=== mem_port_arbiter ===
Fig. 1: mem_port_arbiter, the metal 2 layer
Scale: 3 px per um.
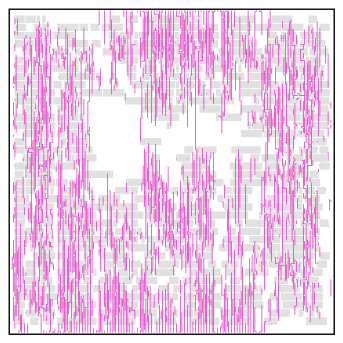

### src/rtl/mips_mem_pkg.sv
// Shared types for the single-port memory arbiter: FSM states, grant owner, counter widths.
// Latency: n/a (types and constants only).
// Backpressure: n/a.
package mips_mem_pkg;

    // IDLE: free to grant this cycle. WAIT: one read outstanding, memory busy.
    typedef enum logic {
        IDLE = 1'b0,
        WAIT = 1'b1
    } state_e;

    // Which requester owns the current / outstanding memory access.
    typedef enum logic {
        OWN_I = 1'b0,
        OWN_D = 1'b1
    } owner_e;

    // Legal read-latency range of the attached RAM and the counter width it needs.
    localparam int RD_LAT_MIN = 1;
    localparam int RD_LAT_MAX = 4;
    localparam int LAT_W      = $clog2(RD_LAT_MAX + 1);

    // Streak counter width; MAX_D_STREAK may be at most 15.
    localparam int STREAK_W   = 4;

endpackage

### src/rtl/mem_grant_select.sv
// Priority select between fetch and data requesters with a data-streak limiter.
// Latency: combinational owner/grant; streak counter updates at the clock edge.
// Backpressure: grants only while i_grant_ok is high; requesters simply keep requesting.
//
// Ports:
//   clk, rst        clock, synchronous active-low reset
//   i_grant_ok      arbiter is able to issue a memory access this cycle
//   i_fetch_req     fetch port is requesting
//   i_data_req      data port is requesting (read or write)
//   o_grant         a memory access is issued this cycle
//   o_owner         port that owns the access (meaningful while o_grant)
module mem_grant_select
    import mips_mem_pkg::*;
#(
    parameter int MAX_D_STREAK = 4
)(
    input  logic   clk,
    input  logic   rst,
    input  logic   i_grant_ok,
    input  logic   i_fetch_req,
    input  logic   i_data_req,
    output logic   o_grant,
    output owner_e o_owner
);

    logic [STREAK_W-1:0] r_streak;
    logic                w_fetch_due;

    // Once data has won MAX_D_STREAK times in a row against a waiting fetch,
    // the fetch takes the next slot regardless of data requests.
    assign w_fetch_due = i_fetch_req && (r_streak == STREAK_W'(MAX_D_STREAK));
    assign o_owner     = (i_data_req && !w_fetch_due) ? OWN_D : OWN_I;
    assign o_grant     = i_grant_ok && (i_data_req || i_fetch_req);

    // The streak only counts data wins that actually starved a fetch, so it is
    // cleared whenever no fetch is waiting.
    always_ff @(posedge clk) begin
        if (!rst) begin
            r_streak <= '0;
        end else if (!i_fetch_req) begin
            r_streak <= '0;
        end else if (o_grant) begin
            if (o_owner == OWN_I) begin
                r_streak <= '0;
            end else if (r_streak != STREAK_W'(MAX_D_STREAK)) begin
                r_streak <= r_streak + STREAK_W'(1);
            end
        end
    end

endmodule

### src/rtl/mem_port_arbiter.sv
// Shares one single-port synchronous RAM between the fetch port and the data port.
// Latency: grant in the request cycle; writes complete in that cycle, reads return RD_LATENCY cycles later.
// Backpressure: i_stall/d_stall stay high while the port's request is pending and not completing.
//
// Ports:
//   clk, rst                      clock, synchronous active-low reset
//   i_read_en, i_addr             fetch request and address
//   i_instr_out, i_valid, i_stall fetched word, one-cycle return pulse, fetch stall
//   d_read_en, d_write_en         data read / write request (write wins if both)
//   d_addr, d_write_data          data address and store data
//   d_data_out, d_valid, d_stall  load word, return/write-accept pulse, data stall
//   mem_en, mem_we, mem_addr,     memory access strobe, write enable, address,
//   mem_wdata, mem_rdata          write data, read data (RD_LATENCY after mem_en)
// RD_LATENCY must lie in RD_LAT_MIN..RD_LAT_MAX; MAX_D_STREAK in 1..15.
module mem_port_arbiter
    import mips_mem_pkg::*;
#(
    parameter int ADDR_W       = 32,
    parameter int DATA_W       = 32,
    parameter int RD_LATENCY   = 1,
    parameter int MAX_D_STREAK = 4
)(
    input  logic              clk,
    input  logic              rst,
    input  logic              i_read_en,
    input  logic [ADDR_W-1:0] i_addr,
    output logic [DATA_W-1:0] i_instr_out,
    output logic              i_valid,
    output logic              i_stall,
    input  logic              d_read_en,
    input  logic              d_write_en,
    input  logic [ADDR_W-1:0] d_addr,
    input  logic [DATA_W-1:0] d_write_data,
    output logic [DATA_W-1:0] d_data_out,
    output logic              d_valid,
    output logic              d_stall,
    output logic              mem_en,
    output logic              mem_we,
    output logic [ADDR_W-1:0] mem_addr,
    output logic [DATA_W-1:0] mem_wdata,
    input  logic [DATA_W-1:0] mem_rdata
);

    state_e            r_state;
    state_e            w_state_nxt;
    logic [LAT_W-1:0]  r_lat_cnt;
    owner_e            r_owner;
    logic [ADDR_W-1:0] r_addr;
    logic [DATA_W-1:0] r_i_instr;
    logic [DATA_W-1:0] r_d_data;

    logic              w_d_req;
    logic              w_ret;
    logic              w_grant_ok;
    logic              w_grant;
    owner_e            w_owner;
    logic              w_gnt_i;
    logic              w_gnt_d;
    logic              w_gnt_wr;
    logic              w_gnt_rd;
    logic              w_i_ret;
    logic              w_d_ret;
    logic [ADDR_W-1:0] w_sel_addr;

    assign w_d_req = d_read_en || d_write_en;

    // The outstanding read completes in the cycle the counter would step from 1 to 0;
    // mem_rdata is valid in exactly that cycle.
    assign w_ret      = rst && (r_state == WAIT) && (r_lat_cnt == LAT_W'(1));
    // The memory is free in IDLE, and also in the return cycle, so reads run back to back.
    assign w_grant_ok = rst && ((r_state == IDLE) || w_ret);

    mem_grant_select #(
        .MAX_D_STREAK (MAX_D_STREAK)
    ) u_grant_select (
        .clk         (clk),
        .rst         (rst),
        .i_grant_ok  (w_grant_ok),
        .i_fetch_req (i_read_en),
        .i_data_req  (w_d_req),
        .o_grant     (w_grant),
        .o_owner     (w_owner)
    );

    assign w_gnt_d    = w_grant && (w_owner == OWN_D);
    assign w_gnt_i    = w_grant && (w_owner == OWN_I);
    // A simultaneous read+write request is served as a write only.
    assign w_gnt_wr   = w_gnt_d && d_write_en;
    assign w_gnt_rd   = (w_gnt_i || w_gnt_d) && !w_gnt_wr;
    assign w_i_ret    = w_ret && (r_owner == OWN_I);
    assign w_d_ret    = w_ret && (r_owner == OWN_D);
    assign w_sel_addr = w_gnt_d ? d_addr : i_addr;

    // Next state plus all outputs. Every output is forced to zero while in reset,
    // including the cycle in which reset is first sampled.
    always_comb begin
        w_state_nxt = r_state;
        mem_en      = 1'b0;
        mem_we      = 1'b0;
        mem_addr    = '0;
        mem_wdata   = '0;
        i_valid     = 1'b0;
        d_valid     = 1'b0;
        i_instr_out = '0;
        d_data_out  = '0;
        i_stall     = 1'b0;
        d_stall     = 1'b0;

        case (r_state)
            IDLE:    if (w_gnt_rd) w_state_nxt = WAIT;
            WAIT:    if (w_ret)    w_state_nxt = w_gnt_rd ? WAIT : IDLE;
            default: w_state_nxt = IDLE;
        endcase

        if (rst) begin
            mem_en      = w_grant;
            mem_we      = w_gnt_wr;
            // Outside a grant the address of the last access is held for observability.
            mem_addr    = w_grant ? w_sel_addr : r_addr;
            mem_wdata   = w_gnt_d ? d_write_data : '0;
            i_valid     = w_i_ret;
            d_valid     = w_d_ret || w_gnt_wr;
            // Returned data is forwarded in the return cycle, then held until the next return.
            i_instr_out = w_i_ret ? mem_rdata : r_i_instr;
            d_data_out  = w_d_ret ? mem_rdata : r_d_data;
            i_stall     = i_read_en && !w_i_ret;
            d_stall     = w_d_req && !(w_d_ret || w_gnt_wr);
        end
    end

    always_ff @(posedge clk) begin
        if (!rst) begin
            r_state   <= IDLE;
            r_lat_cnt <= '0;
            r_owner   <= OWN_I;
            r_addr    <= '0;
            r_i_instr <= '0;
            r_d_data  <= '0;
        end else begin
            r_state <= w_state_nxt;
            if (w_gnt_rd) begin
                // Owner and address are captured at grant; later request changes are ignored.
                r_lat_cnt <= LAT_W'(RD_LATENCY);
                r_owner   <= w_owner;
            end else if (r_state == WAIT) begin
                r_lat_cnt <= r_lat_cnt - LAT_W'(1);
            end
            if (w_grant) begin
                r_addr <= w_sel_addr;
            end
            if (w_i_ret) begin
                r_i_instr <= mem_rdata;
            end
            if (w_d_ret) begin
                r_d_data <= mem_rdata;
            end
        end
    end

endmodule

### config.mk
export PLATFORM = sky130hd
export DESIGN_NAME = mem_port_arbiter
export DESIGN_NICKNAME = d
export VERILOG_FILES = /design/src/rtl/mips_mem_pkg.sv /design/src/rtl/mem_grant_select.sv /design/src/rtl/mem_port_arbiter.sv
export SDC_FILE = /design/constraint.sdc
export NUM_CORES = 1
export LEC_CHECK = 0
export CAP_MARGIN = 20
export CORE_UTILIZATION = 41
export DETAILED_ROUTE_END_ITERATION = 8
export GPL_ROUTABILITY_DRIVEN = 1
export MAX_ROUTING_LAYER = met4
export PLACE_DENSITY = 0.86
export SLEW_MARGIN = 20
export SYNTH_ARGS = -nofsm -noshare
export SYNTH_HDL_FRONTEND = slang
export SYNTH_SLANG_ARGS = --single-unit
### constraint.sdc
create_clock -name clk -period 4.8 [get_ports clk]
set_input_delay 1.44 -clock clk [delete_from_list [all_inputs] [get_ports clk]]
set_output_delay 1.44 -clock clk [all_outputs]
set_load 0.01 [all_outputs]
=== stopwatch_ctrl_multi ===
===== src/rtl/stopwatch_ctrl_multi.sv =====
// Stopwatch/timer controller: run/pause/done FSM driving inc/dec strobes
// into NF cascaded field counters, with lap hold, clear and overflow flag.
//
// Ports:
//   i_clk, i_rstn          clock, async active-low reset
//   i_tick                 base-rate tick into field 0
//   i_start_stop           pulse: start / pause / resume
//   i_lap                  pulse: toggle lap display hold
//   i_clear                pulse: request counter clear
//   i_mode                 0 count up, 1 count down (latched on start)
//   i_carry[NF]            field k wraps max->0 on this inc
//   i_borrow[NF]           field k wraps 0->max on this dec
//   i_zero                 all fields zero
//   o_inc[NF], o_dec[NF]   per-field strobes
//   o_clr                  registered clear pulse
//   o_lap_hold             display frozen on lap value
//   o_done                 countdown reached zero (1-cycle pulse)
//   o_ovf                  sticky top-field wrap in up mode
//   o_state                00 IDLE, 01 RUN, 10 PAUSE, 11 DONE
module stopwatch_ctrl_multi #(
  parameter int NF = 4
) (
  input  logic          i_clk,
  input  logic          i_rstn,
  input  logic          i_tick,
  input  logic          i_start_stop,
  input  logic          i_lap,
  input  logic          i_clear,
  input  logic          i_mode,
  input  logic [NF-1:0] i_carry,
  input  logic [NF-1:0] i_borrow,
  input  logic          i_zero,
  output logic [NF-1:0] o_inc,
  output logic [NF-1:0] o_dec,
  output logic          o_clr,
  output logic          o_lap_hold,
  output logic          o_done,
  output logic          o_ovf,
  output logic [1:0]    o_state
);

  localparam logic [1:0] IDLE  = 2'b00;
  localparam logic [1:0] RUN   = 2'b01;
  localparam logic [1:0] PAUSE = 2'b10;
  localparam logic [1:0] DONE  = 2'b11;

  logic [1:0]    state, state_n;
  logic          r_mode, mode_n;
  logic          lap_hold, lap_n;
  logic          ovf, ovf_n;
  logic          clr, clr_n;
  logic          done, done_n;
  logic          run;
  logic          hit_zero;
  logic [NF-1:0] inc_src;
  logic [NF-1:0] dec_src;

  // top-field borrow has no further field to feed
  logic unused_borrow;
  assign unused_borrow = i_borrow[NF-1];

  assign run = (state == RUN);

  // a down-count tick that lands on zero stops instead of decrementing
  assign hit_zero = r_mode & i_tick & i_zero;

  always_comb begin
    inc_src    = '0;
    dec_src    = '0;
    inc_src[0] = i_tick;
    dec_src[0] = i_tick;
    for (int k = 1; k < NF; k++) begin
      inc_src[k] = i_carry[k-1];
      dec_src[k] = i_borrow[k-1];
    end
  end

  assign o_inc = (run & ~r_mode) ? inc_src : '0;
  assign o_dec = (run & r_mode & ~hit_zero) ? dec_src : '0;

  always_comb begin
    state_n = state;
    mode_n  = r_mode;
    lap_n   = lap_hold;
    ovf_n   = ovf;
    clr_n   = 1'b0;
    done_n  = 1'b0;
    unique case (state)
      IDLE: begin
        if (i_clear) begin
          clr_n = 1'b1;
          lap_n = 1'b0;
          ovf_n = 1'b0;
        end else if (i_start_stop && !(i_mode && i_zero)) begin
          state_n = RUN;
          mode_n  = i_mode;
        end
      end
      RUN: begin
        if (o_inc[NF-1] & i_carry[NF-1])
          ovf_n = 1'b1;
        if (hit_zero) begin
          state_n = DONE;
          done_n  = 1'b1;
          lap_n   = 1'b0;
        end else if (i_start_stop) begin
          state_n = PAUSE;
        end else if (i_lap) begin
          lap_n = ~lap_hold;
        end
      end
      PAUSE: begin
        if (i_clear) begin
          state_n = IDLE;
          clr_n   = 1'b1;
          lap_n   = 1'b0;
          ovf_n   = 1'b0;
        end else if (i_start_stop) begin
          state_n = RUN;
        end else if (i_lap) begin
          lap_n = 1'b0;
        end
      end
      DONE: begin
        if (i_clear) begin
          state_n = IDLE;
          clr_n   = 1'b1;
          lap_n   = 1'b0;
          ovf_n   = 1'b0;
        end else if (i_start_stop) begin
          state_n = IDLE;
          lap_n   = 1'b0;
        end
      end
      default: state_n = IDLE;
    endcase
  end

  always_ff @(posedge i_clk or negedge i_rstn) begin
    if (!i_rstn) begin
      state    <= IDLE;
      r_mode   <= 1'b0;
      lap_hold <= 1'b0;
      ovf      <= 1'b0;
      clr      <= 1'b0;
      done     <= 1'b0;
    end else begin
      state    <= state_n;
      r_mode   <= mode_n;
      lap_hold <= lap_n;
      ovf      <= ovf_n;
      clr      <= clr_n;
      done     <= done_n;
    end
  end

  assign o_clr      = clr;
  assign o_lap_hold = lap_hold;
  assign o_done     = done;
  assign o_ovf      = ovf;
  assign o_state    = state;

endmodule

===== config.mk =====
export PLATFORM = sky130hd
export DESIGN_NAME = stopwatch_ctrl_multi
export DESIGN_NICKNAME = d
export VERILOG_FILES = /design/src/rtl/stopwatch_ctrl_multi.sv
export SDC_FILE = /design/constraint.sdc
export NUM_CORES = 1
export LEC_CHECK = 0
export CAP_MARGIN = 25
export CORE_AREA = 2 2 39 41
export DETAILED_ROUTE_END_ITERATION = 6
export DIE_AREA = 0 0 41 43
export GPL_TIMING_DRIVEN = 0
export MAX_ROUTING_LAYER = met4
export PLACE_DENSITY = 0.85
export SYNTH_ARGS = -nofsm -noshare
export SYNTH_HDL_FRONTEND = slang
export SYNTH_SLANG_ARGS = --single-unit

===== constraint.sdc =====
create_clock -name i_clk -period 3.6 [get_ports i_clk]
set_input_delay 0.36 -clock i_clk [delete_from_list [all_inputs] [get_ports i_clk]]
set_output_delay 0.36 -clock i_clk [all_outputs]
set_load 0.1 [all_outputs]


==> notes/layouts.md <==
Pictures saved along the way, in no particular order.

Placed standard cells.
image #1
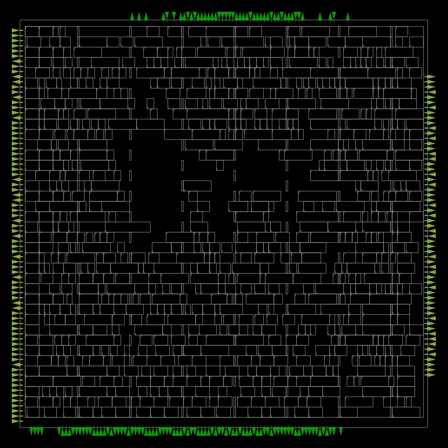
image #2
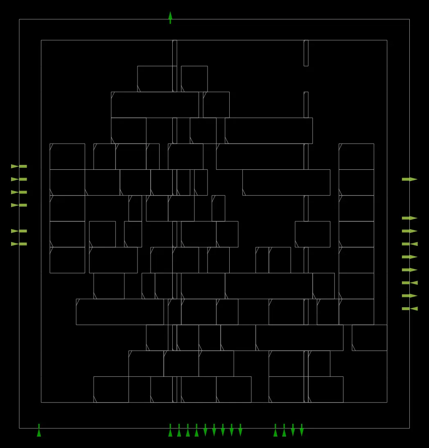
image #2: stopwatch_ctrl_multi
image #1: mem_port_arbiter
- most cells: image #1
- most sequential cells: image #1

Fig. 2: stopwatch_ctrl_multi, pin map
Scale: 12 px per um. Pins as bars across the die edge, other pins in gray.
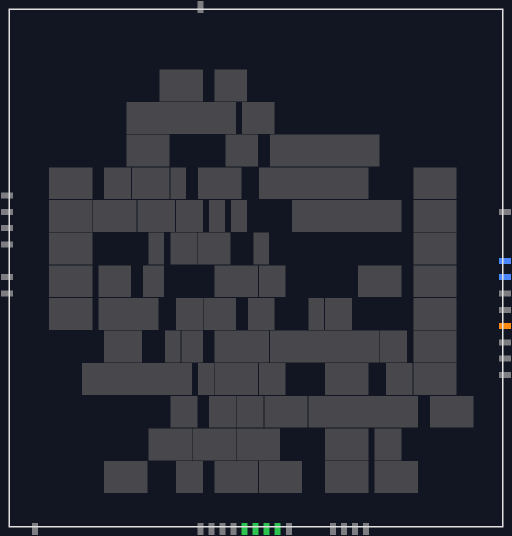
color	port	pins	direction	edge
blue	`o_state`	2	output	right
orange	`o_ovf`	1	output	right
green	`o_dec`	4	output	bottom
all pins by edge	14 bottom, 9 right, 6 left, 1 top
Port Buffers: 28
Die Height: 43 um
die width: 41 um

==> impl_metrics.toml, stopwatch_ctrl_multi <==
# yosys + openroad results
[outcome]
status = "finished clean"

[sta]
finalCritPeriodShare = 0.846
fin_setup_tns_ns = 0
finalHoldWorstSlack_ns = 0.373
max_freq_mhz = 329

[synth]
netlist_area_sq_um = 410
most_common_cell = "and2_1"
synth_top_cell_by_area = "dfrtp_1"
syn_nets = 58
ys_sh_xor = 0.0213
avgSynthCellArea_sq_um = 9.77

[cells_and_area]
seq_share = 0.238
seq_cells = 7
seqCellArea_sq_um = 175

[flow_run]
cap_viol_max_count = 0

[clock_network]
cts_resized = 0

[routing]
routed-via-count = 445
dr_wl_met3_um = 80

[power_and_ir_drop]
p_int_w = 0.000215

[setup_path]
end_kind = "primary output"
cp_max_fo = 8
cp_data_arrival_time_ns = 2.68
cp-start-kind = "register"
rrSetupSlack_ns = 2.29
r2r_start = "o_state[0]"
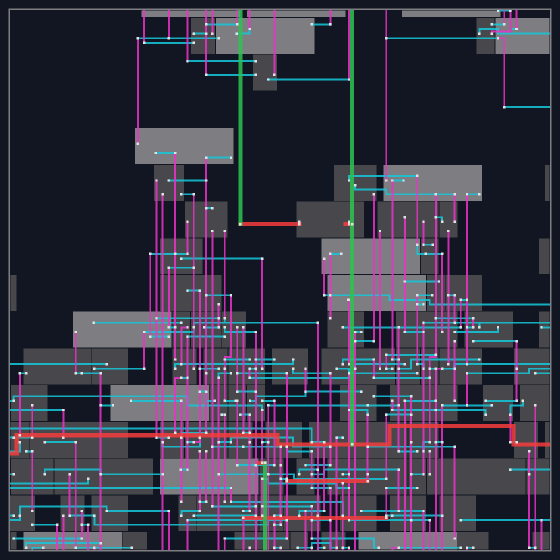
Fig. 3. Zoomed window (mem_port_arbiter).
Window x 34 to 74, y 34 to 74 um. Cells in gray, sequential cells in the stronger gray; small squares are vias.
color	layer
red	M3
green	M4
magenta	M2
cyan	M1
sequential cells in the window	11
most frequent	dfxtp_1 (11), buf_4 (10), a21oi_1 (6)
cells with their middle in the window	81
netlist names of flops here include	`u_grant_select.r_streak` (4), `r_lat_cnt` (3), `r_d_data` (2)

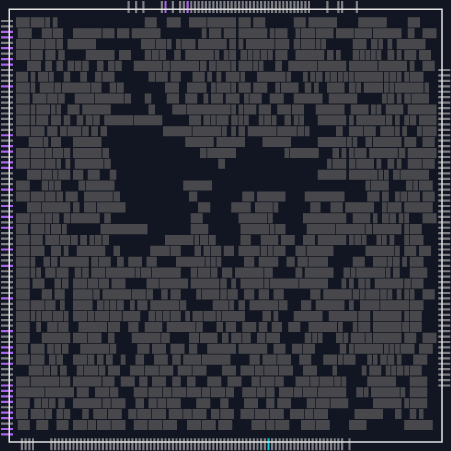
Fig. 4. Pin map (mem_port_arbiter).
Scale: 4 px per um. Pins as bars across the die edge, other pins in gray.
color	port	pins	direction	edge
cyan	`i_stall`	1	output	bottom
purple	`d_addr`	32	input	30 left, 2 top
all pins by edge	85 bottom, 77 left, 59 right, 46 top
Die Height: 108 um
die width: 108 um
Port Buffers: 266

About Fig. 1:
wire length on this layer	7880 um
share of all routed wire	50%
routed wire length: 15600 um
GR Layer Usage met2: 0.475
routed vias: 5173

==> impl_metrics.toml, mem_port_arbiter <==
# yosys + openroad results
[flow_run]
warnings = 28

[global_routing]
grt_use_met3 = 0.0914

[clock_network]
cts_setup_buffers = 2
clk_path_buf_depth = 2
h-tree-depth = 3

[synth]
post_synth_and_or_nand_nor_area_fraction = 0.181
syn_nets = 738
synth-main-ff-cell = "dfxtp_1"
netlist_area_sq_um = 4590

[power_and_ir_drop]
irDropWorstVdd_uv = 199
p_clk_frac = 0.312
switching_share = 0.256
seqPwrFrac = 0.475

[routing]
via_per_inst = 5.17
wl_met1_um = 6110

[cells_and_area]
n_all_buffers = 297
buffer_area_frac = 0.387
comb_cells = 404

[outcome]
status = "finished clean"

[setup_path]
cp-start-kind = "input port"
path_buffers = 4
r2r_end = "r_addr[28]"
cp_max_fo = 21
crit_path_start = "i_read_en"

[die]
fp-row-count = 38

[placed_design]
post-place-cells = 982

[min_path]
hold_path.startpoint = "r_d_data[1]"
min_to = "r_d_data[1]"

[sta]
finalSetupViolCount = 0

=== eim_da_ctrl ===
Fig. 5: eim_da_ctrl, pin map
Scale: 4 px per um. Pins as bars across the die edge, other pins in gray.
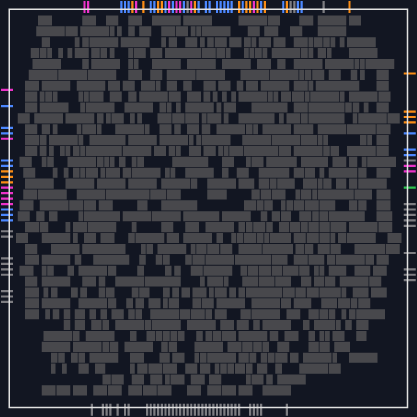

File: src/rtl/eim_da_ctrl.sv
// EIM multiplexed address/data bus slave: turns host bus cycles into single-cycle
// sys_wr/sys_rd strobes and returns 32-bit read data as two 16-bit beats.
module eim_da_ctrl #(
    parameter int BUS_WIDTH     = 16,
    parameter int ADDR_HI_WIDTH = 3,
    parameter int RD_TIMEOUT    = 64
) (
    input  logic                             sys_clk,
    input  logic                             sys_rst,
    input  logic                             eim_cs_n,
    input  logic                             eim_adv_n,
    input  logic                             eim_we_n,
    input  logic                             eim_oe_n,
    input  logic [ADDR_HI_WIDTH-1:0]         eim_a_hi,
    input  logic [BUS_WIDTH-1:0]             da_ro,
    output logic [BUS_WIDTH-1:0]             da_di,
    output logic                             da_t,
    output logic                             eim_wait_n,
    output logic [ADDR_HI_WIDTH+BUS_WIDTH-1:0] sys_addr,
    output logic                             sys_wr,
    output logic                             sys_rd,
    output logic [2*BUS_WIDTH-1:0]           sys_wdata,
    input  logic [2*BUS_WIDTH-1:0]           sys_rdata,
    input  logic                             sys_ack
);

    // state   | meaning
    // IDLE    | waiting for cs and adv low
    // ADDR    | address latched, waiting for adv high and direction
    // WR_LO   | capture low write beat
    // WR_HI   | capture high write beat, strobe sys_wr next cycle
    // RD_REQ  | strobe sys_rd next cycle, clear timeout counter
    // RD_WAIT | waiting for sys_ack or timeout
    // RD_LO   | drive low read beat
    // RD_HI   | drive high read beat
    // WAIT_CS | transaction done, waiting for cs high
    typedef enum logic [3:0] {
        IDLE, ADDR, WR_LO, WR_HI, RD_REQ, RD_WAIT, RD_LO, RD_HI, WAIT_CS
    } state_t;

    localparam int CNT_W = (RD_TIMEOUT > 1) ? $clog2(RD_TIMEOUT) : 1;
    localparam logic [CNT_W-1:0] CNT_LAST = CNT_W'(RD_TIMEOUT - 1);
    localparam logic [2*BUS_WIDTH-1:0] TIMEOUT_DATA = (2*BUS_WIDTH)'(32'hDEADBEEF);

    state_t state, state_nxt;

    logic                     cs_r, adv_r, we_r, oe_r;
    logic [ADDR_HI_WIDTH-1:0] a_hi_r;
    logic [BUS_WIDTH-1:0]     da_ro_r;
    logic [CNT_W-1:0]         cnt;
    logic [2*BUS_WIDTH-1:0]   rdata_q;
    logic                     take_ack, take_timeout;

    always_ff @(posedge sys_clk) begin
        if (sys_rst) begin
            cs_r    <= 1'b1;
            adv_r   <= 1'b1;
            we_r    <= 1'b1;
            oe_r    <= 1'b1;
            a_hi_r  <= '0;
            da_ro_r <= '0;
        end else begin
            cs_r    <= eim_cs_n;
            adv_r   <= eim_adv_n;
            we_r    <= eim_we_n;
            oe_r    <= eim_oe_n;
            a_hi_r  <= eim_a_hi;
            da_ro_r <= da_ro;
        end
    end

    always_ff @(posedge sys_clk) begin
        if (sys_rst) state <= IDLE;
        else         state <= state_nxt;
    end

    // Deasserted chip select overrides everything, so acks are only seen mid-read.
    always_comb begin
        state_nxt    = state;
        take_ack     = 1'b0;
        take_timeout = 1'b0;
        if (cs_r) begin
            state_nxt = IDLE;
        end else begin
            case (state)
                IDLE:    if (!adv_r) state_nxt = ADDR;
                ADDR: begin
                    if (adv_r) begin
                        if (!we_r)      state_nxt = WR_LO;
                        else if (!oe_r) state_nxt = RD_REQ;
                    end
                end
                WR_LO:   if (!we_r) state_nxt = WR_HI;
                WR_HI:   state_nxt = WAIT_CS;
                RD_REQ:  state_nxt = RD_WAIT;
                RD_WAIT: begin
                    if (sys_ack) begin
                        take_ack  = 1'b1;
                        state_nxt = RD_LO;
                    end else if (cnt == CNT_LAST) begin
                        take_timeout = 1'b1;
                        state_nxt    = RD_LO;
                    end
                end
                RD_LO:   state_nxt = RD_HI;
                RD_HI:   state_nxt = WAIT_CS;
                WAIT_CS: state_nxt = WAIT_CS;
                default: state_nxt = IDLE;
            endcase
        end
    end

    always_ff @(posedge sys_clk) begin
        if (sys_rst) begin
            sys_addr  <= '0;
            sys_wdata <= '0;
            sys_wr    <= 1'b0;
            sys_rd    <= 1'b0;
            cnt       <= '0;
            rdata_q   <= '0;
            da_di     <= '0;
        end else begin
            sys_wr <= (state == WR_HI)  && !cs_r;
            sys_rd <= (state == RD_REQ) && !cs_r;
            if (state == IDLE && state_nxt == ADDR)
                sys_addr <= {a_hi_r, da_ro_r};
            if (state == WR_LO && state_nxt == WR_HI)
                sys_wdata[BUS_WIDTH-1:0] <= da_ro_r;
            if (state == WR_HI && state_nxt == WAIT_CS)
                sys_wdata[2*BUS_WIDTH-1:BUS_WIDTH] <= da_ro_r;
            if (state == RD_REQ)
                cnt <= '0;
            else if (state == RD_WAIT && state_nxt == RD_WAIT)
                cnt <= cnt + CNT_W'(1);
            // da_di is loaded one edge ahead so each beat appears with its state.
            if (take_ack) begin
                rdata_q <= sys_rdata;
                da_di   <= sys_rdata[BUS_WIDTH-1:0];
            end else if (take_timeout) begin
                rdata_q <= TIMEOUT_DATA;
                da_di   <= TIMEOUT_DATA[BUS_WIDTH-1:0];
            end else if (state == RD_LO && state_nxt == RD_HI) begin
                da_di <= rdata_q[2*BUS_WIDTH-1:BUS_WIDTH];
            end
        end
    end

    assign da_t       = !(((state == RD_LO) || (state == RD_HI)) && !oe_r);
    assign eim_wait_n = !((state == RD_REQ) || (state == RD_WAIT));

endmodule
File: config.mk
export PLATFORM = sky130hd
export DESIGN_NAME = eim_da_ctrl
export DESIGN_NICKNAME = d
export VERILOG_FILES = /design/src/rtl/eim_da_ctrl.sv
export SDC_FILE = /design/constraint.sdc
export NUM_CORES = 1
export LEC_CHECK = 0
export CAP_MARGIN = 40
export CORE_UTILIZATION = 47
export DETAILED_ROUTE_END_ITERATION = 12
export GPL_ROUTABILITY_DRIVEN = 1
export MAX_ROUTING_LAYER = met4
export PLACE_DENSITY = 0.8
export SETUP_SLACK_MARGIN = 0.2
export SYNTH_ARGS = -nofsm -noshare
export SYNTH_HDL_FRONTEND = slang
export SYNTH_SLANG_ARGS = --single-unit
File: constraint.sdc
create_clock -name sys_clk -period 1.86 [get_ports sys_clk]
set_input_delay 0.372 -clock sys_clk [delete_from_list [all_inputs] [get_ports sys_clk]]
set_output_delay 0.372 -clock sys_clk [all_outputs]
set_load 0.02 [all_outputs]
=== axi_stream_packet_arbiter ===
[config.mk]
export PLATFORM = sky130hd
export DESIGN_NAME = axi_stream_packet_arbiter
export DESIGN_NICKNAME = d
export VERILOG_FILES = /design/src/rtl/axi_stream_packet_arbiter.sv
export SDC_FILE = /design/constraint.sdc
export NUM_CORES = 1
export LEC_CHECK = 0
export ABC_AREA = 1
export CORE_ASPECT_RATIO = 1.5
export CORE_MARGIN = 3
export CORE_UTILIZATION = 26
export CTS_BUF_LIST = sky130_fd_sc_hd__clkbuf_4
export CTS_CLUSTER_SIZE = 16
export DETAILED_ROUTE_END_ITERATION = 10
export GPL_TIMING_DRIVEN = 0
export PLACE_DENSITY = 0.81
export SLEW_MARGIN = 20
export SYNTH_ARGS = -nofsm -noshare
export SYNTH_HDL_FRONTEND = slang
export SYNTH_SLANG_ARGS = --single-unit
[constraint.sdc]
create_clock -name clk -period 1.3 [get_ports clk]
set_input_delay 0.325 -clock clk [delete_from_list [all_inputs] [get_ports clk]]
set_output_delay 0.325 -clock clk [all_outputs]
set_load 0.02 [all_outputs]
[src/rtl/axi_stream_packet_arbiter.sv]
// Packet-granular round-robin arbiter feeding the 32-bit s-side of the upconverter chain.
// Optional stall timeout with a forced-termination beat is enabled by defining ARB_TIMEOUT_EN.
module axi_stream_packet_arbiter #(
  parameter int NSRC           = 4,
  parameter int IDX_W          = 2,
  parameter int TIMEOUT_CYCLES = 1024
) (
  input  logic                clk,
  input  logic                reset,
  input  logic [NSRC*32-1:0]  sAxiStreamTdata,
  input  logic [NSRC-1:0]     sAxiStreamTlast,
  input  logic [NSRC-1:0]     sAxiStreamTvalid,
  output logic [NSRC-1:0]     sAxiStreamTready,
  output logic [31:0]         mAxiStreamTdata,
  output logic                mAxiStreamTlast,
  output logic                mAxiStreamTvalid,
  input  logic                mAxiStreamTready,
  output logic [IDX_W-1:0]    grantIndex,
  output logic                busy,
  output logic                timeoutStrobe
);

`ifdef ARB_TIMEOUT_EN
  typedef enum logic [1:0] {ST_IDLE, ST_PASS, ST_FLUSH} state_t;
`else
  typedef enum logic [1:0] {ST_IDLE, ST_PASS} state_t;
`endif

  state_t           r_state;
  state_t           w_state_next;
  logic [IDX_W-1:0] r_grant;
  logic [IDX_W-1:0] r_last_grant;
  logic [IDX_W-1:0] w_sel;
  logic [IDX_W-1:0] w_idx;
  logic             w_any;
  logic             w_g_valid;
  logic             w_g_last;
  logic [31:0]      w_g_data;

  // Scan downwards so the lowest offset from the last grant overwrites last and wins.
  always_comb begin
    w_any = 1'b0;
    w_sel = r_last_grant;
    w_idx = r_last_grant;
    for (int k = NSRC; k >= 1; k--) begin
      w_idx = IDX_W'((int'(r_last_grant) + k) % NSRC);
      if (sAxiStreamTvalid[w_idx]) begin
        w_any = 1'b1;
        w_sel = w_idx;
      end
    end
  end

  assign w_g_valid  = sAxiStreamTvalid[r_grant];
  assign w_g_last   = sAxiStreamTlast[r_grant];
  assign w_g_data   = sAxiStreamTdata[32*r_grant +: 32];
  assign grantIndex = r_grant;
  assign busy       = (r_state != ST_IDLE);

`ifdef ARB_TIMEOUT_EN
  localparam int CNT_W = $clog2(TIMEOUT_CYCLES) + 1;
  localparam logic [CNT_W-1:0] CNT_LIMIT = CNT_W'(TIMEOUT_CYCLES - 1);

  logic [CNT_W-1:0] r_stall_cnt;
  logic             r_timeout_strobe;
  logic             w_stall_expired;

  assign w_stall_expired = !w_g_valid && (r_stall_cnt == CNT_LIMIT);
  assign timeoutStrobe   = r_timeout_strobe;

  always_ff @(posedge clk or posedge reset) begin
    if (reset) begin
      r_stall_cnt      <= '0;
      r_timeout_strobe <= 1'b0;
    end else begin
      r_timeout_strobe <= (r_state == ST_FLUSH) && mAxiStreamTready;
      if (r_state != ST_PASS || w_g_valid) begin
        r_stall_cnt <= '0;
      end else if (r_stall_cnt != CNT_LIMIT) begin
        r_stall_cnt <= r_stall_cnt + 1'b1;
      end
    end
  end
`else
  assign timeoutStrobe = 1'b0;
`endif

  always_comb begin
    w_state_next     = r_state;
    mAxiStreamTvalid = 1'b0;
    mAxiStreamTlast  = 1'b0;
    mAxiStreamTdata  = '0;
    sAxiStreamTready = '0;
    case (r_state)
      ST_IDLE: begin
        if (w_any) w_state_next = ST_PASS;
      end
      ST_PASS: begin
        mAxiStreamTvalid = w_g_valid;
        mAxiStreamTlast  = w_g_last;
        mAxiStreamTdata  = w_g_data;
        sAxiStreamTready = NSRC'(mAxiStreamTready) << r_grant;
        if (w_g_valid && mAxiStreamTready && w_g_last) begin
          w_state_next = ST_IDLE;
`ifdef ARB_TIMEOUT_EN
        end else if (w_stall_expired) begin
          w_state_next = ST_FLUSH;
`endif
        end
      end
`ifdef ARB_TIMEOUT_EN
      ST_FLUSH: begin
        mAxiStreamTvalid = 1'b1;
        mAxiStreamTlast  = 1'b1;
        if (mAxiStreamTready) w_state_next = ST_IDLE;
      end
`endif
      default: w_state_next = ST_IDLE;
    endcase
  end

  always_ff @(posedge clk or posedge reset) begin
    if (reset) begin
      r_state      <= ST_IDLE;
      r_grant      <= '0;
      r_last_grant <= IDX_W'(NSRC - 1);
    end else begin
      r_state <= w_state_next;
      if (r_state == ST_IDLE && w_any) begin
        r_grant      <= w_sel;
        r_last_grant <= w_sel;
      end
    end
  end

endmodule
=== cache_refill_unit_flat ===
### src/rtl/cache_pkg.sv
// Shared types and defaults for the cache refill path: state encoding, widths,
// the never-written fill value and the latency counter width helper.
package cache_pkg;

    localparam int          DATA_W_DEF    = 32;
    localparam int          ADDR_W_DEF    = 6;
    localparam int          MEM_LAT_DEF   = 4;
    localparam logic [31:0] INIT_WORD_DEF = 32'hDEADBEEF;

    typedef enum logic [1:0] {
        ST_IDLE = 2'd0,
        ST_WB   = 2'd1,
        ST_FILL = 2'd2,
        ST_RESP = 2'd3
    } state_t;

    // The counter must reach MEM_LAT-1; sized as $clog2(MEM_LAT+1), never below one bit.
    function automatic int lat_cnt_w(input int lat);
        return (lat < 1) ? 1 : $clog2(lat + 1);
    endfunction

endpackage

### src/rtl/cache_refill_unit_if.sv
// Request/response bundle between the cache controller (master) and the refill unit (slave).
interface cache_refill_unit_if #(
    parameter int DATA_W = 32,
    parameter int ADDR_W = 6
);
    logic              req_valid;
    logic              req_ready;
    logic [ADDR_W-1:0] req_addr;
    logic              req_wb;
    logic [ADDR_W-1:0] req_wb_addr;
    logic [DATA_W-1:0] req_wb_data;
    logic              resp_valid;
    logic              resp_ready;
    logic [DATA_W-1:0] resp_data;
    logic              busy;

    modport master (
        output req_valid, req_addr, req_wb, req_wb_addr, req_wb_data, resp_ready,
        input  req_ready, resp_valid, resp_data, busy
    );

    modport slave (
        input  req_valid, req_addr, req_wb, req_wb_addr, req_wb_data, resp_ready,
        output req_ready, resp_valid, resp_data, busy
    );
endinterface

### src/rtl/cache_backing_store.sv
// Modelled main memory: word array plus per-word "written" bitmap. Reads are
// combinational and return INIT_WORD for words never written since reset.
module cache_backing_store
    import cache_pkg::*;
#(
    parameter int                DATA_W    = DATA_W_DEF,
    parameter int                ADDR_W    = ADDR_W_DEF,
    parameter logic [DATA_W-1:0] INIT_WORD = INIT_WORD_DEF
) (
    input  logic              clk,
    input  logic              rst,
    input  logic              i_wr_en,
    input  logic [ADDR_W-1:0] i_wr_addr,
    input  logic [DATA_W-1:0] i_wr_data,
    input  logic [ADDR_W-1:0] i_rd_addr,
    output logic [DATA_W-1:0] o_rd_data
);
    localparam int DEPTH = 2 ** ADDR_W;

    logic [DATA_W-1:0] r_mem [DEPTH];
    logic [DEPTH-1:0]  r_written;

    // Array contents survive reset; only the bitmap is cleared.
    always_ff @(posedge clk) begin
        if (i_wr_en) begin
            r_mem[i_wr_addr] <= i_wr_data;
        end
    end

    for (genvar gi = 0; gi < DEPTH; gi++) begin : g_bitmap
        always_ff @(posedge clk or posedge rst) begin
            if (rst) begin
                r_written[gi] <= 1'b0;
            end else if (i_wr_en && (i_wr_addr == ADDR_W'(gi))) begin
                r_written[gi] <= 1'b1;
            end
        end
    end

    assign o_rd_data = r_written[i_rd_addr] ? r_mem[i_rd_addr] : INIT_WORD;

endmodule

### src/rtl/cache_refill_unit.sv
// Cache miss refill unit: optional dirty-victim write-back, fixed-latency fill read,
// held response. Define REFILL_STATS_EN to add saturating fill/write-back counters.
module cache_refill_unit
    import cache_pkg::*;
#(
    parameter int                DATA_W    = DATA_W_DEF,
    parameter int                ADDR_W    = ADDR_W_DEF,
    parameter int                MEM_LAT   = MEM_LAT_DEF,
    parameter logic [DATA_W-1:0] INIT_WORD = INIT_WORD_DEF
) (
    input  logic                clk,
    input  logic                rst,
    cache_refill_unit_if.slave  bus
`ifdef REFILL_STATS_EN
    ,
    output logic [15:0]         fill_cnt,
    output logic [15:0]         wb_cnt
`endif
);
    localparam int               LAT_W    = lat_cnt_w(MEM_LAT);
    localparam logic [LAT_W-1:0] LAT_LAST = LAT_W'(MEM_LAT - 1);

    state_t            r_state, w_state_next;
    logic [LAT_W-1:0]  r_lat, w_lat_next;
    logic [ADDR_W-1:0] r_addr, r_wb_addr;
    logic [DATA_W-1:0] r_wb_data;
    logic              r_resp_valid, w_resp_valid_next;
    logic [DATA_W-1:0] r_resp_data, w_resp_data_next;
    logic              w_capture, w_wr_en, w_lat_done, w_resp_hs;
    logic [DATA_W-1:0] w_rd_data;

    cache_backing_store #(
        .DATA_W    (DATA_W),
        .ADDR_W    (ADDR_W),
        .INIT_WORD (INIT_WORD)
    ) u_store (
        .clk       (clk),
        .rst       (rst),
        .i_wr_en   (w_wr_en),
        .i_wr_addr (r_wb_addr),
        .i_wr_data (r_wb_data),
        .i_rd_addr (r_addr),
        .o_rd_data (w_rd_data)
    );

    assign w_lat_done = (r_lat == LAT_LAST);
    assign w_resp_hs  = (r_state == ST_RESP) && bus.resp_ready;

    always_comb begin
        w_state_next      = r_state;
        w_lat_next        = r_lat;
        w_resp_valid_next = r_resp_valid;
        w_resp_data_next  = r_resp_data;
        w_capture         = 1'b0;
        w_wr_en           = 1'b0;
        case (r_state)
            ST_IDLE: begin
                if (bus.req_valid) begin
                    w_capture    = 1'b1;
                    w_lat_next   = '0;
                    w_state_next = bus.req_wb ? ST_WB : ST_FILL;
                end
            end
            ST_WB: begin
                if (w_lat_done) begin
                    w_wr_en      = 1'b1;
                    w_lat_next   = '0;
                    w_state_next = ST_FILL;
                end else begin
                    w_lat_next = r_lat + 1'b1;
                end
            end
            ST_FILL: begin
                // The write-back committed on an earlier edge, so a same-address fill sees it.
                if (w_lat_done) begin
                    w_resp_data_next  = w_rd_data;
                    w_resp_valid_next = 1'b1;
                    w_lat_next        = '0;
                    w_state_next      = ST_RESP;
                end else begin
                    w_lat_next = r_lat + 1'b1;
                end
            end
            ST_RESP: begin
                if (w_resp_hs) begin
                    w_resp_valid_next = 1'b0;
                    w_state_next      = ST_IDLE;
                end
            end
            default: w_state_next = ST_IDLE;
        endcase
    end

    always_ff @(posedge clk or posedge rst) begin
        if (rst) begin
            r_state      <= ST_IDLE;
            r_lat        <= '0;
            r_resp_valid <= 1'b0;
            r_resp_data  <= '0;
            r_addr       <= '0;
            r_wb_addr    <= '0;
            r_wb_data    <= '0;
        end else begin
            r_state      <= w_state_next;
            r_lat        <= w_lat_next;
            r_resp_valid <= w_resp_valid_next;
            r_resp_data  <= w_resp_data_next;
            if (w_capture) begin
                r_addr    <= bus.req_addr;
                r_wb_addr <= bus.req_wb_addr;
                r_wb_data <= bus.req_wb_data;
            end
        end
    end

    assign bus.req_ready  = (r_state == ST_IDLE);
    assign bus.busy       = (r_state != ST_IDLE);
    assign bus.resp_valid = r_resp_valid;
    assign bus.resp_data  = r_resp_data;

`ifdef REFILL_STATS_EN
    logic [15:0] r_fill_cnt, r_wb_cnt;

    always_ff @(posedge clk or posedge rst) begin
        if (rst) begin
            r_fill_cnt <= '0;
            r_wb_cnt   <= '0;
        end else begin
            if (w_resp_hs && (r_fill_cnt != 16'hFFFF)) begin
                r_fill_cnt <= r_fill_cnt + 16'd1;
            end
            if (w_wr_en && (r_wb_cnt != 16'hFFFF)) begin
                r_wb_cnt <= r_wb_cnt + 16'd1;
            end
        end
    end

    assign fill_cnt = r_fill_cnt;
    assign wb_cnt   = r_wb_cnt;
`endif

endmodule

### src/flat_wrapper.sv
// flat-port wrapper written by rule: the top's interface ports become plain ports
module cache_refill_unit_flat import cache_pkg::*;
#(
    parameter int                DATA_W    = DATA_W_DEF,
    parameter int                ADDR_W    = ADDR_W_DEF,
    parameter int                MEM_LAT   = MEM_LAT_DEF,
    parameter logic [DATA_W-1:0] INIT_WORD = INIT_WORD_DEF
)
  (clk, rst, bus_req_valid, bus_req_addr, bus_req_wb, bus_req_wb_addr, bus_req_wb_data, bus_resp_ready, bus_req_ready, bus_resp_valid, bus_resp_data, bus_busy);
  cache_refill_unit_if #(.DATA_W(DATA_W), .ADDR_W(ADDR_W)) bus_i ();
  input  logic clk;
  input  logic rst;
  input wire logic [$bits(bus_i.req_valid)-1:0] bus_req_valid;
  input wire logic [$bits(bus_i.req_addr)-1:0] bus_req_addr;
  input wire logic [$bits(bus_i.req_wb)-1:0] bus_req_wb;
  input wire logic [$bits(bus_i.req_wb_addr)-1:0] bus_req_wb_addr;
  input wire logic [$bits(bus_i.req_wb_data)-1:0] bus_req_wb_data;
  input wire logic [$bits(bus_i.resp_ready)-1:0] bus_resp_ready;
  output wire logic [$bits(bus_i.req_ready)-1:0] bus_req_ready;
  output wire logic [$bits(bus_i.resp_valid)-1:0] bus_resp_valid;
  output wire logic [$bits(bus_i.resp_data)-1:0] bus_resp_data;
  output wire logic [$bits(bus_i.busy)-1:0] bus_busy;
  assign bus_i.req_valid = bus_req_valid;
  assign bus_i.req_addr = bus_req_addr;
  assign bus_i.req_wb = bus_req_wb;
  assign bus_i.req_wb_addr = bus_req_wb_addr;
  assign bus_i.req_wb_data = bus_req_wb_data;
  assign bus_i.resp_ready = bus_resp_ready;
  assign bus_req_ready = bus_i.req_ready;
  assign bus_resp_valid = bus_i.resp_valid;
  assign bus_resp_data = bus_i.resp_data;
  assign bus_busy = bus_i.busy;
  cache_refill_unit #(.DATA_W(DATA_W), .ADDR_W(ADDR_W), .MEM_LAT(MEM_LAT), .INIT_WORD(INIT_WORD)) u_core (.clk(clk), .rst(rst), .bus(bus_i));
endmodule
### config.mk
export PLATFORM = sky130hd
export DESIGN_NAME = cache_refill_unit_flat
export DESIGN_NICKNAME = d
export VERILOG_FILES = /design/src/rtl/cache_pkg.sv /design/src/rtl/cache_refill_unit_if.sv /design/src/rtl/cache_backing_store.sv /design/src/rtl/cache_refill_unit.sv /design/src/flat_wrapper.sv
export SDC_FILE = /design/constraint.sdc
export NUM_CORES = 2
export LEC_CHECK = 0
export CORE_UTILIZATION = 60
export DETAILED_ROUTE_END_ITERATION = 10
export PLACE_DENSITY = 0.76
export SLEW_MARGIN = 20
export SYNTH_ARGS = -nofsm -noshare
export SYNTH_HDL_FRONTEND = slang
export SYNTH_SLANG_ARGS = --single-unit
### constraint.sdc
create_clock -name clk -period 7.1 [get_ports clk]
set_input_delay 1.775 -clock clk [delete_from_list [all_inputs] [get_ports clk]]
set_output_delay 1.775 -clock clk [all_outputs]
set_load 0.02 [all_outputs]
Fig. 6: cache_refill_unit_flat, the metal 2 layer
Scale: 1 px per um.
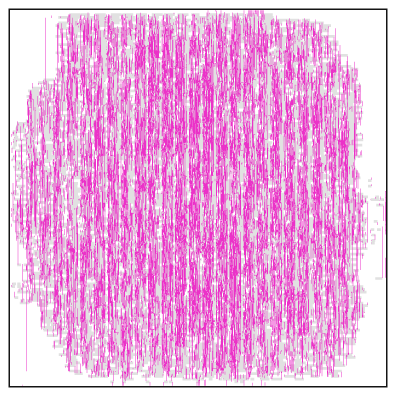
longest straight run	117 um
main direction	vertical
wire length on this layer	104 mm
share of all routed wire	47%
GR Layer Usage met2: 0.485
routed vias: 42400
routed wire length: 222000 um

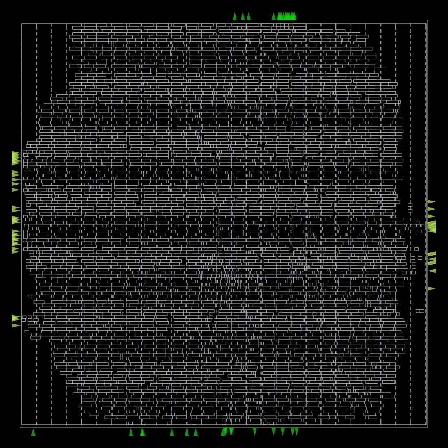
Fig. 7. Placed standard cells (cache_refill_unit_flat).
Core ar.: 138000 sq um
sequential portion of the cell area: 0.692
Fillers: 8158

==> impl_metrics.toml, cache_refill_unit_flat <==
# yosys + openroad results
[synth]
yosys.area_share.aoi = 0.0131
syn_inst = 3671
synthAdderAreaFrac = 0.000895
post_synth_and_or_nand_nor_area_fraction = 0.0223
netlist_area_sq_um = 83900

[die]
pin_count = 84
core_util_floorplan = 0.607

[power_and_ir_drop]
power_clock_w = 0.0109
seq-power_w = 0.0179

[flow_run]
cap_viol_max_count = 0
warnings = 37

[outcome]
status = "finished clean"

[cells_and_area]
largest_register = "u_core.u_store.r_mem"

[routing]
drcViolationCount = 0
top_layer = "met5"

[clock_network]
cts_made_buffers = 203

[setup_path]
reg2regPathDepth = 9

[sta]
relSlewSlack = 0.193

[global_routing]
grtUsageMet1 = 0.457
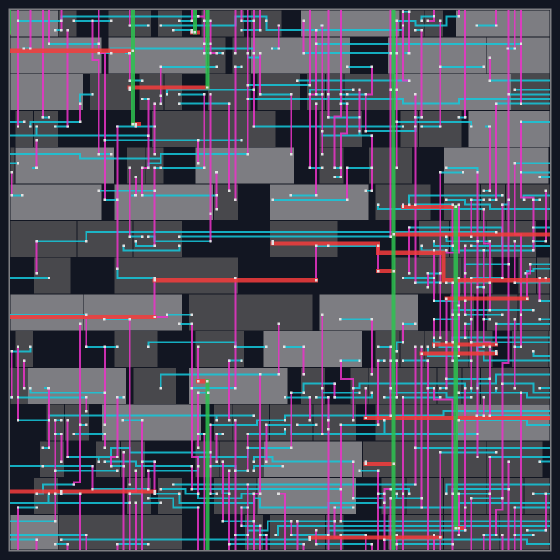
Fig. 8. Zoomed window (eim_da_ctrl).
Window x 30 to 70, y 30 to 70 um. Cells in gray, sequential cells in the stronger gray; small squares are vias.
color	layer
magenta	M2
red	M3
green	M4
cyan	M1
most frequent	dfxtp_1 (22), a21oi_1 (17), nand2_1 (16)
cells with their middle in the window	122
netlist names of flops here include	`sys_wdata` (8), `rdata_q` (6), `state` (4)
sequential cells in the window	26

Notes on Fig. 5 above:
color	port	pins	direction	edge
orange	`sys_addr`	19	output	12 top, 4 right, 3 left
green	`eim_adv_n`	1	input	right
magenta	`da_ro`	16	input	8 top, 6 left, 2 right
blue	`sys_wdata`	32	output	21 top, 8 left, 3 right
all pins by edge	45 top, 38 bottom, 26 left, 20 right
Die Height: 99.2 um
die width: 99.2 um
Port Buffers: 128

==> impl_metrics.toml, eim_da_ctrl <==
# yosys + openroad results
[cells_and_area]
stdcell_count = 779
seq_cells = 118
comb_cells = 350
buffer_area_frac = 0.229
n_clock_buffer = 17

[synth]
synth_flops = 118
avgSynthCellArea_sq_um = 8.79
synth_warnings = 0

[min_path]
hold-path-cell-count = 2
hold_path_class = "input port to register"
hold_path.startpoint = "sys_rst"

[placed_design]
place.gp.congestion = 0.861

[global_routing]
grt_pass1_wl_um = 19400
overflow = 0
gr-usage-all-layers = 0.257

[sta]
finalSetupViolCount = 0

[power_and_ir_drop]
p_sw_w = 0.00143
switching_share = 0.229
p_int_w = 0.00481

[clock_network]
h-tree-depth = 4

[routing]
wirelength_um = 12600

[outcome]
status = "finished clean"

[setup_path]
crit_path_start = "state[3]"
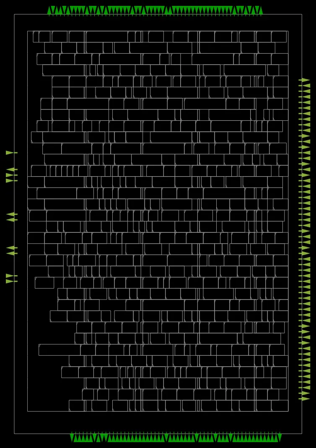
Fig. 9. Placed standard cells (axi_stream_packet_arbiter).
Seq cells: 5
Core ar.: 5870 sq um
non-filler cells, final: 599
sequential portion of the cell area: 0.0266
Cell Rows: 34

==> impl_metrics.toml, axi_stream_packet_arbiter <==
# yosys + openroad results
[outcome]
status = "finished, violations left"
violations = "setup timing"

[synth]
synth-main-ff-cell = "dfrtp_1"
top_area_frac = 0.282
ys_seq_share = 0.0799

[global_routing]
gr-usage-all-layers = 0.287
overflow = 0

[cells_and_area]
logic_area_sq_um = 2030
diodes = 0
final_common_cell = "clkdlybuf4s50_1"

[routing]
wl_met1_um = 4490

[setup_path]
crit_slowest_cell = "dfrtp_2"
crit_family = "buffers and inverters"

[flow_run]
warnings = 29

[die]
die_area_sq_um = 7140

[sta]
finalSetupViolCount = 45
worst_slack_ns = -0.747

[clock_network]
cts_root_buf = "clkbuf_4"


==> layout pictures side by side <==
The metal 2 layer.
Plate I
Scale: 4 px per um.
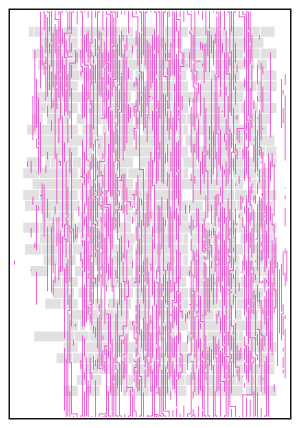
Plate II
Scale: 8 px per um.
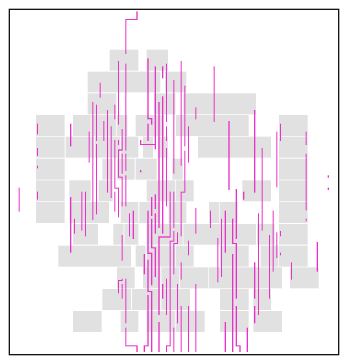
Plate III
Scale: 4 px per um.
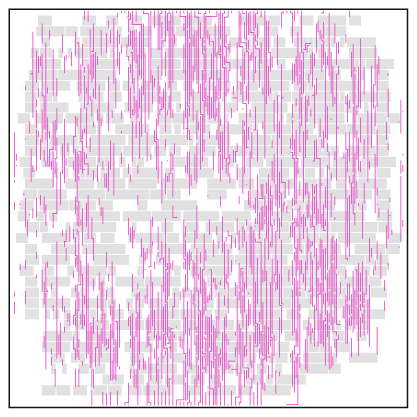
The one with the largest die is Plate III.
- stopwatch_ctrl_multi = Plate II
- axi_stream_packet_arbiter = Plate I
- eim_da_ctrl = Plate III

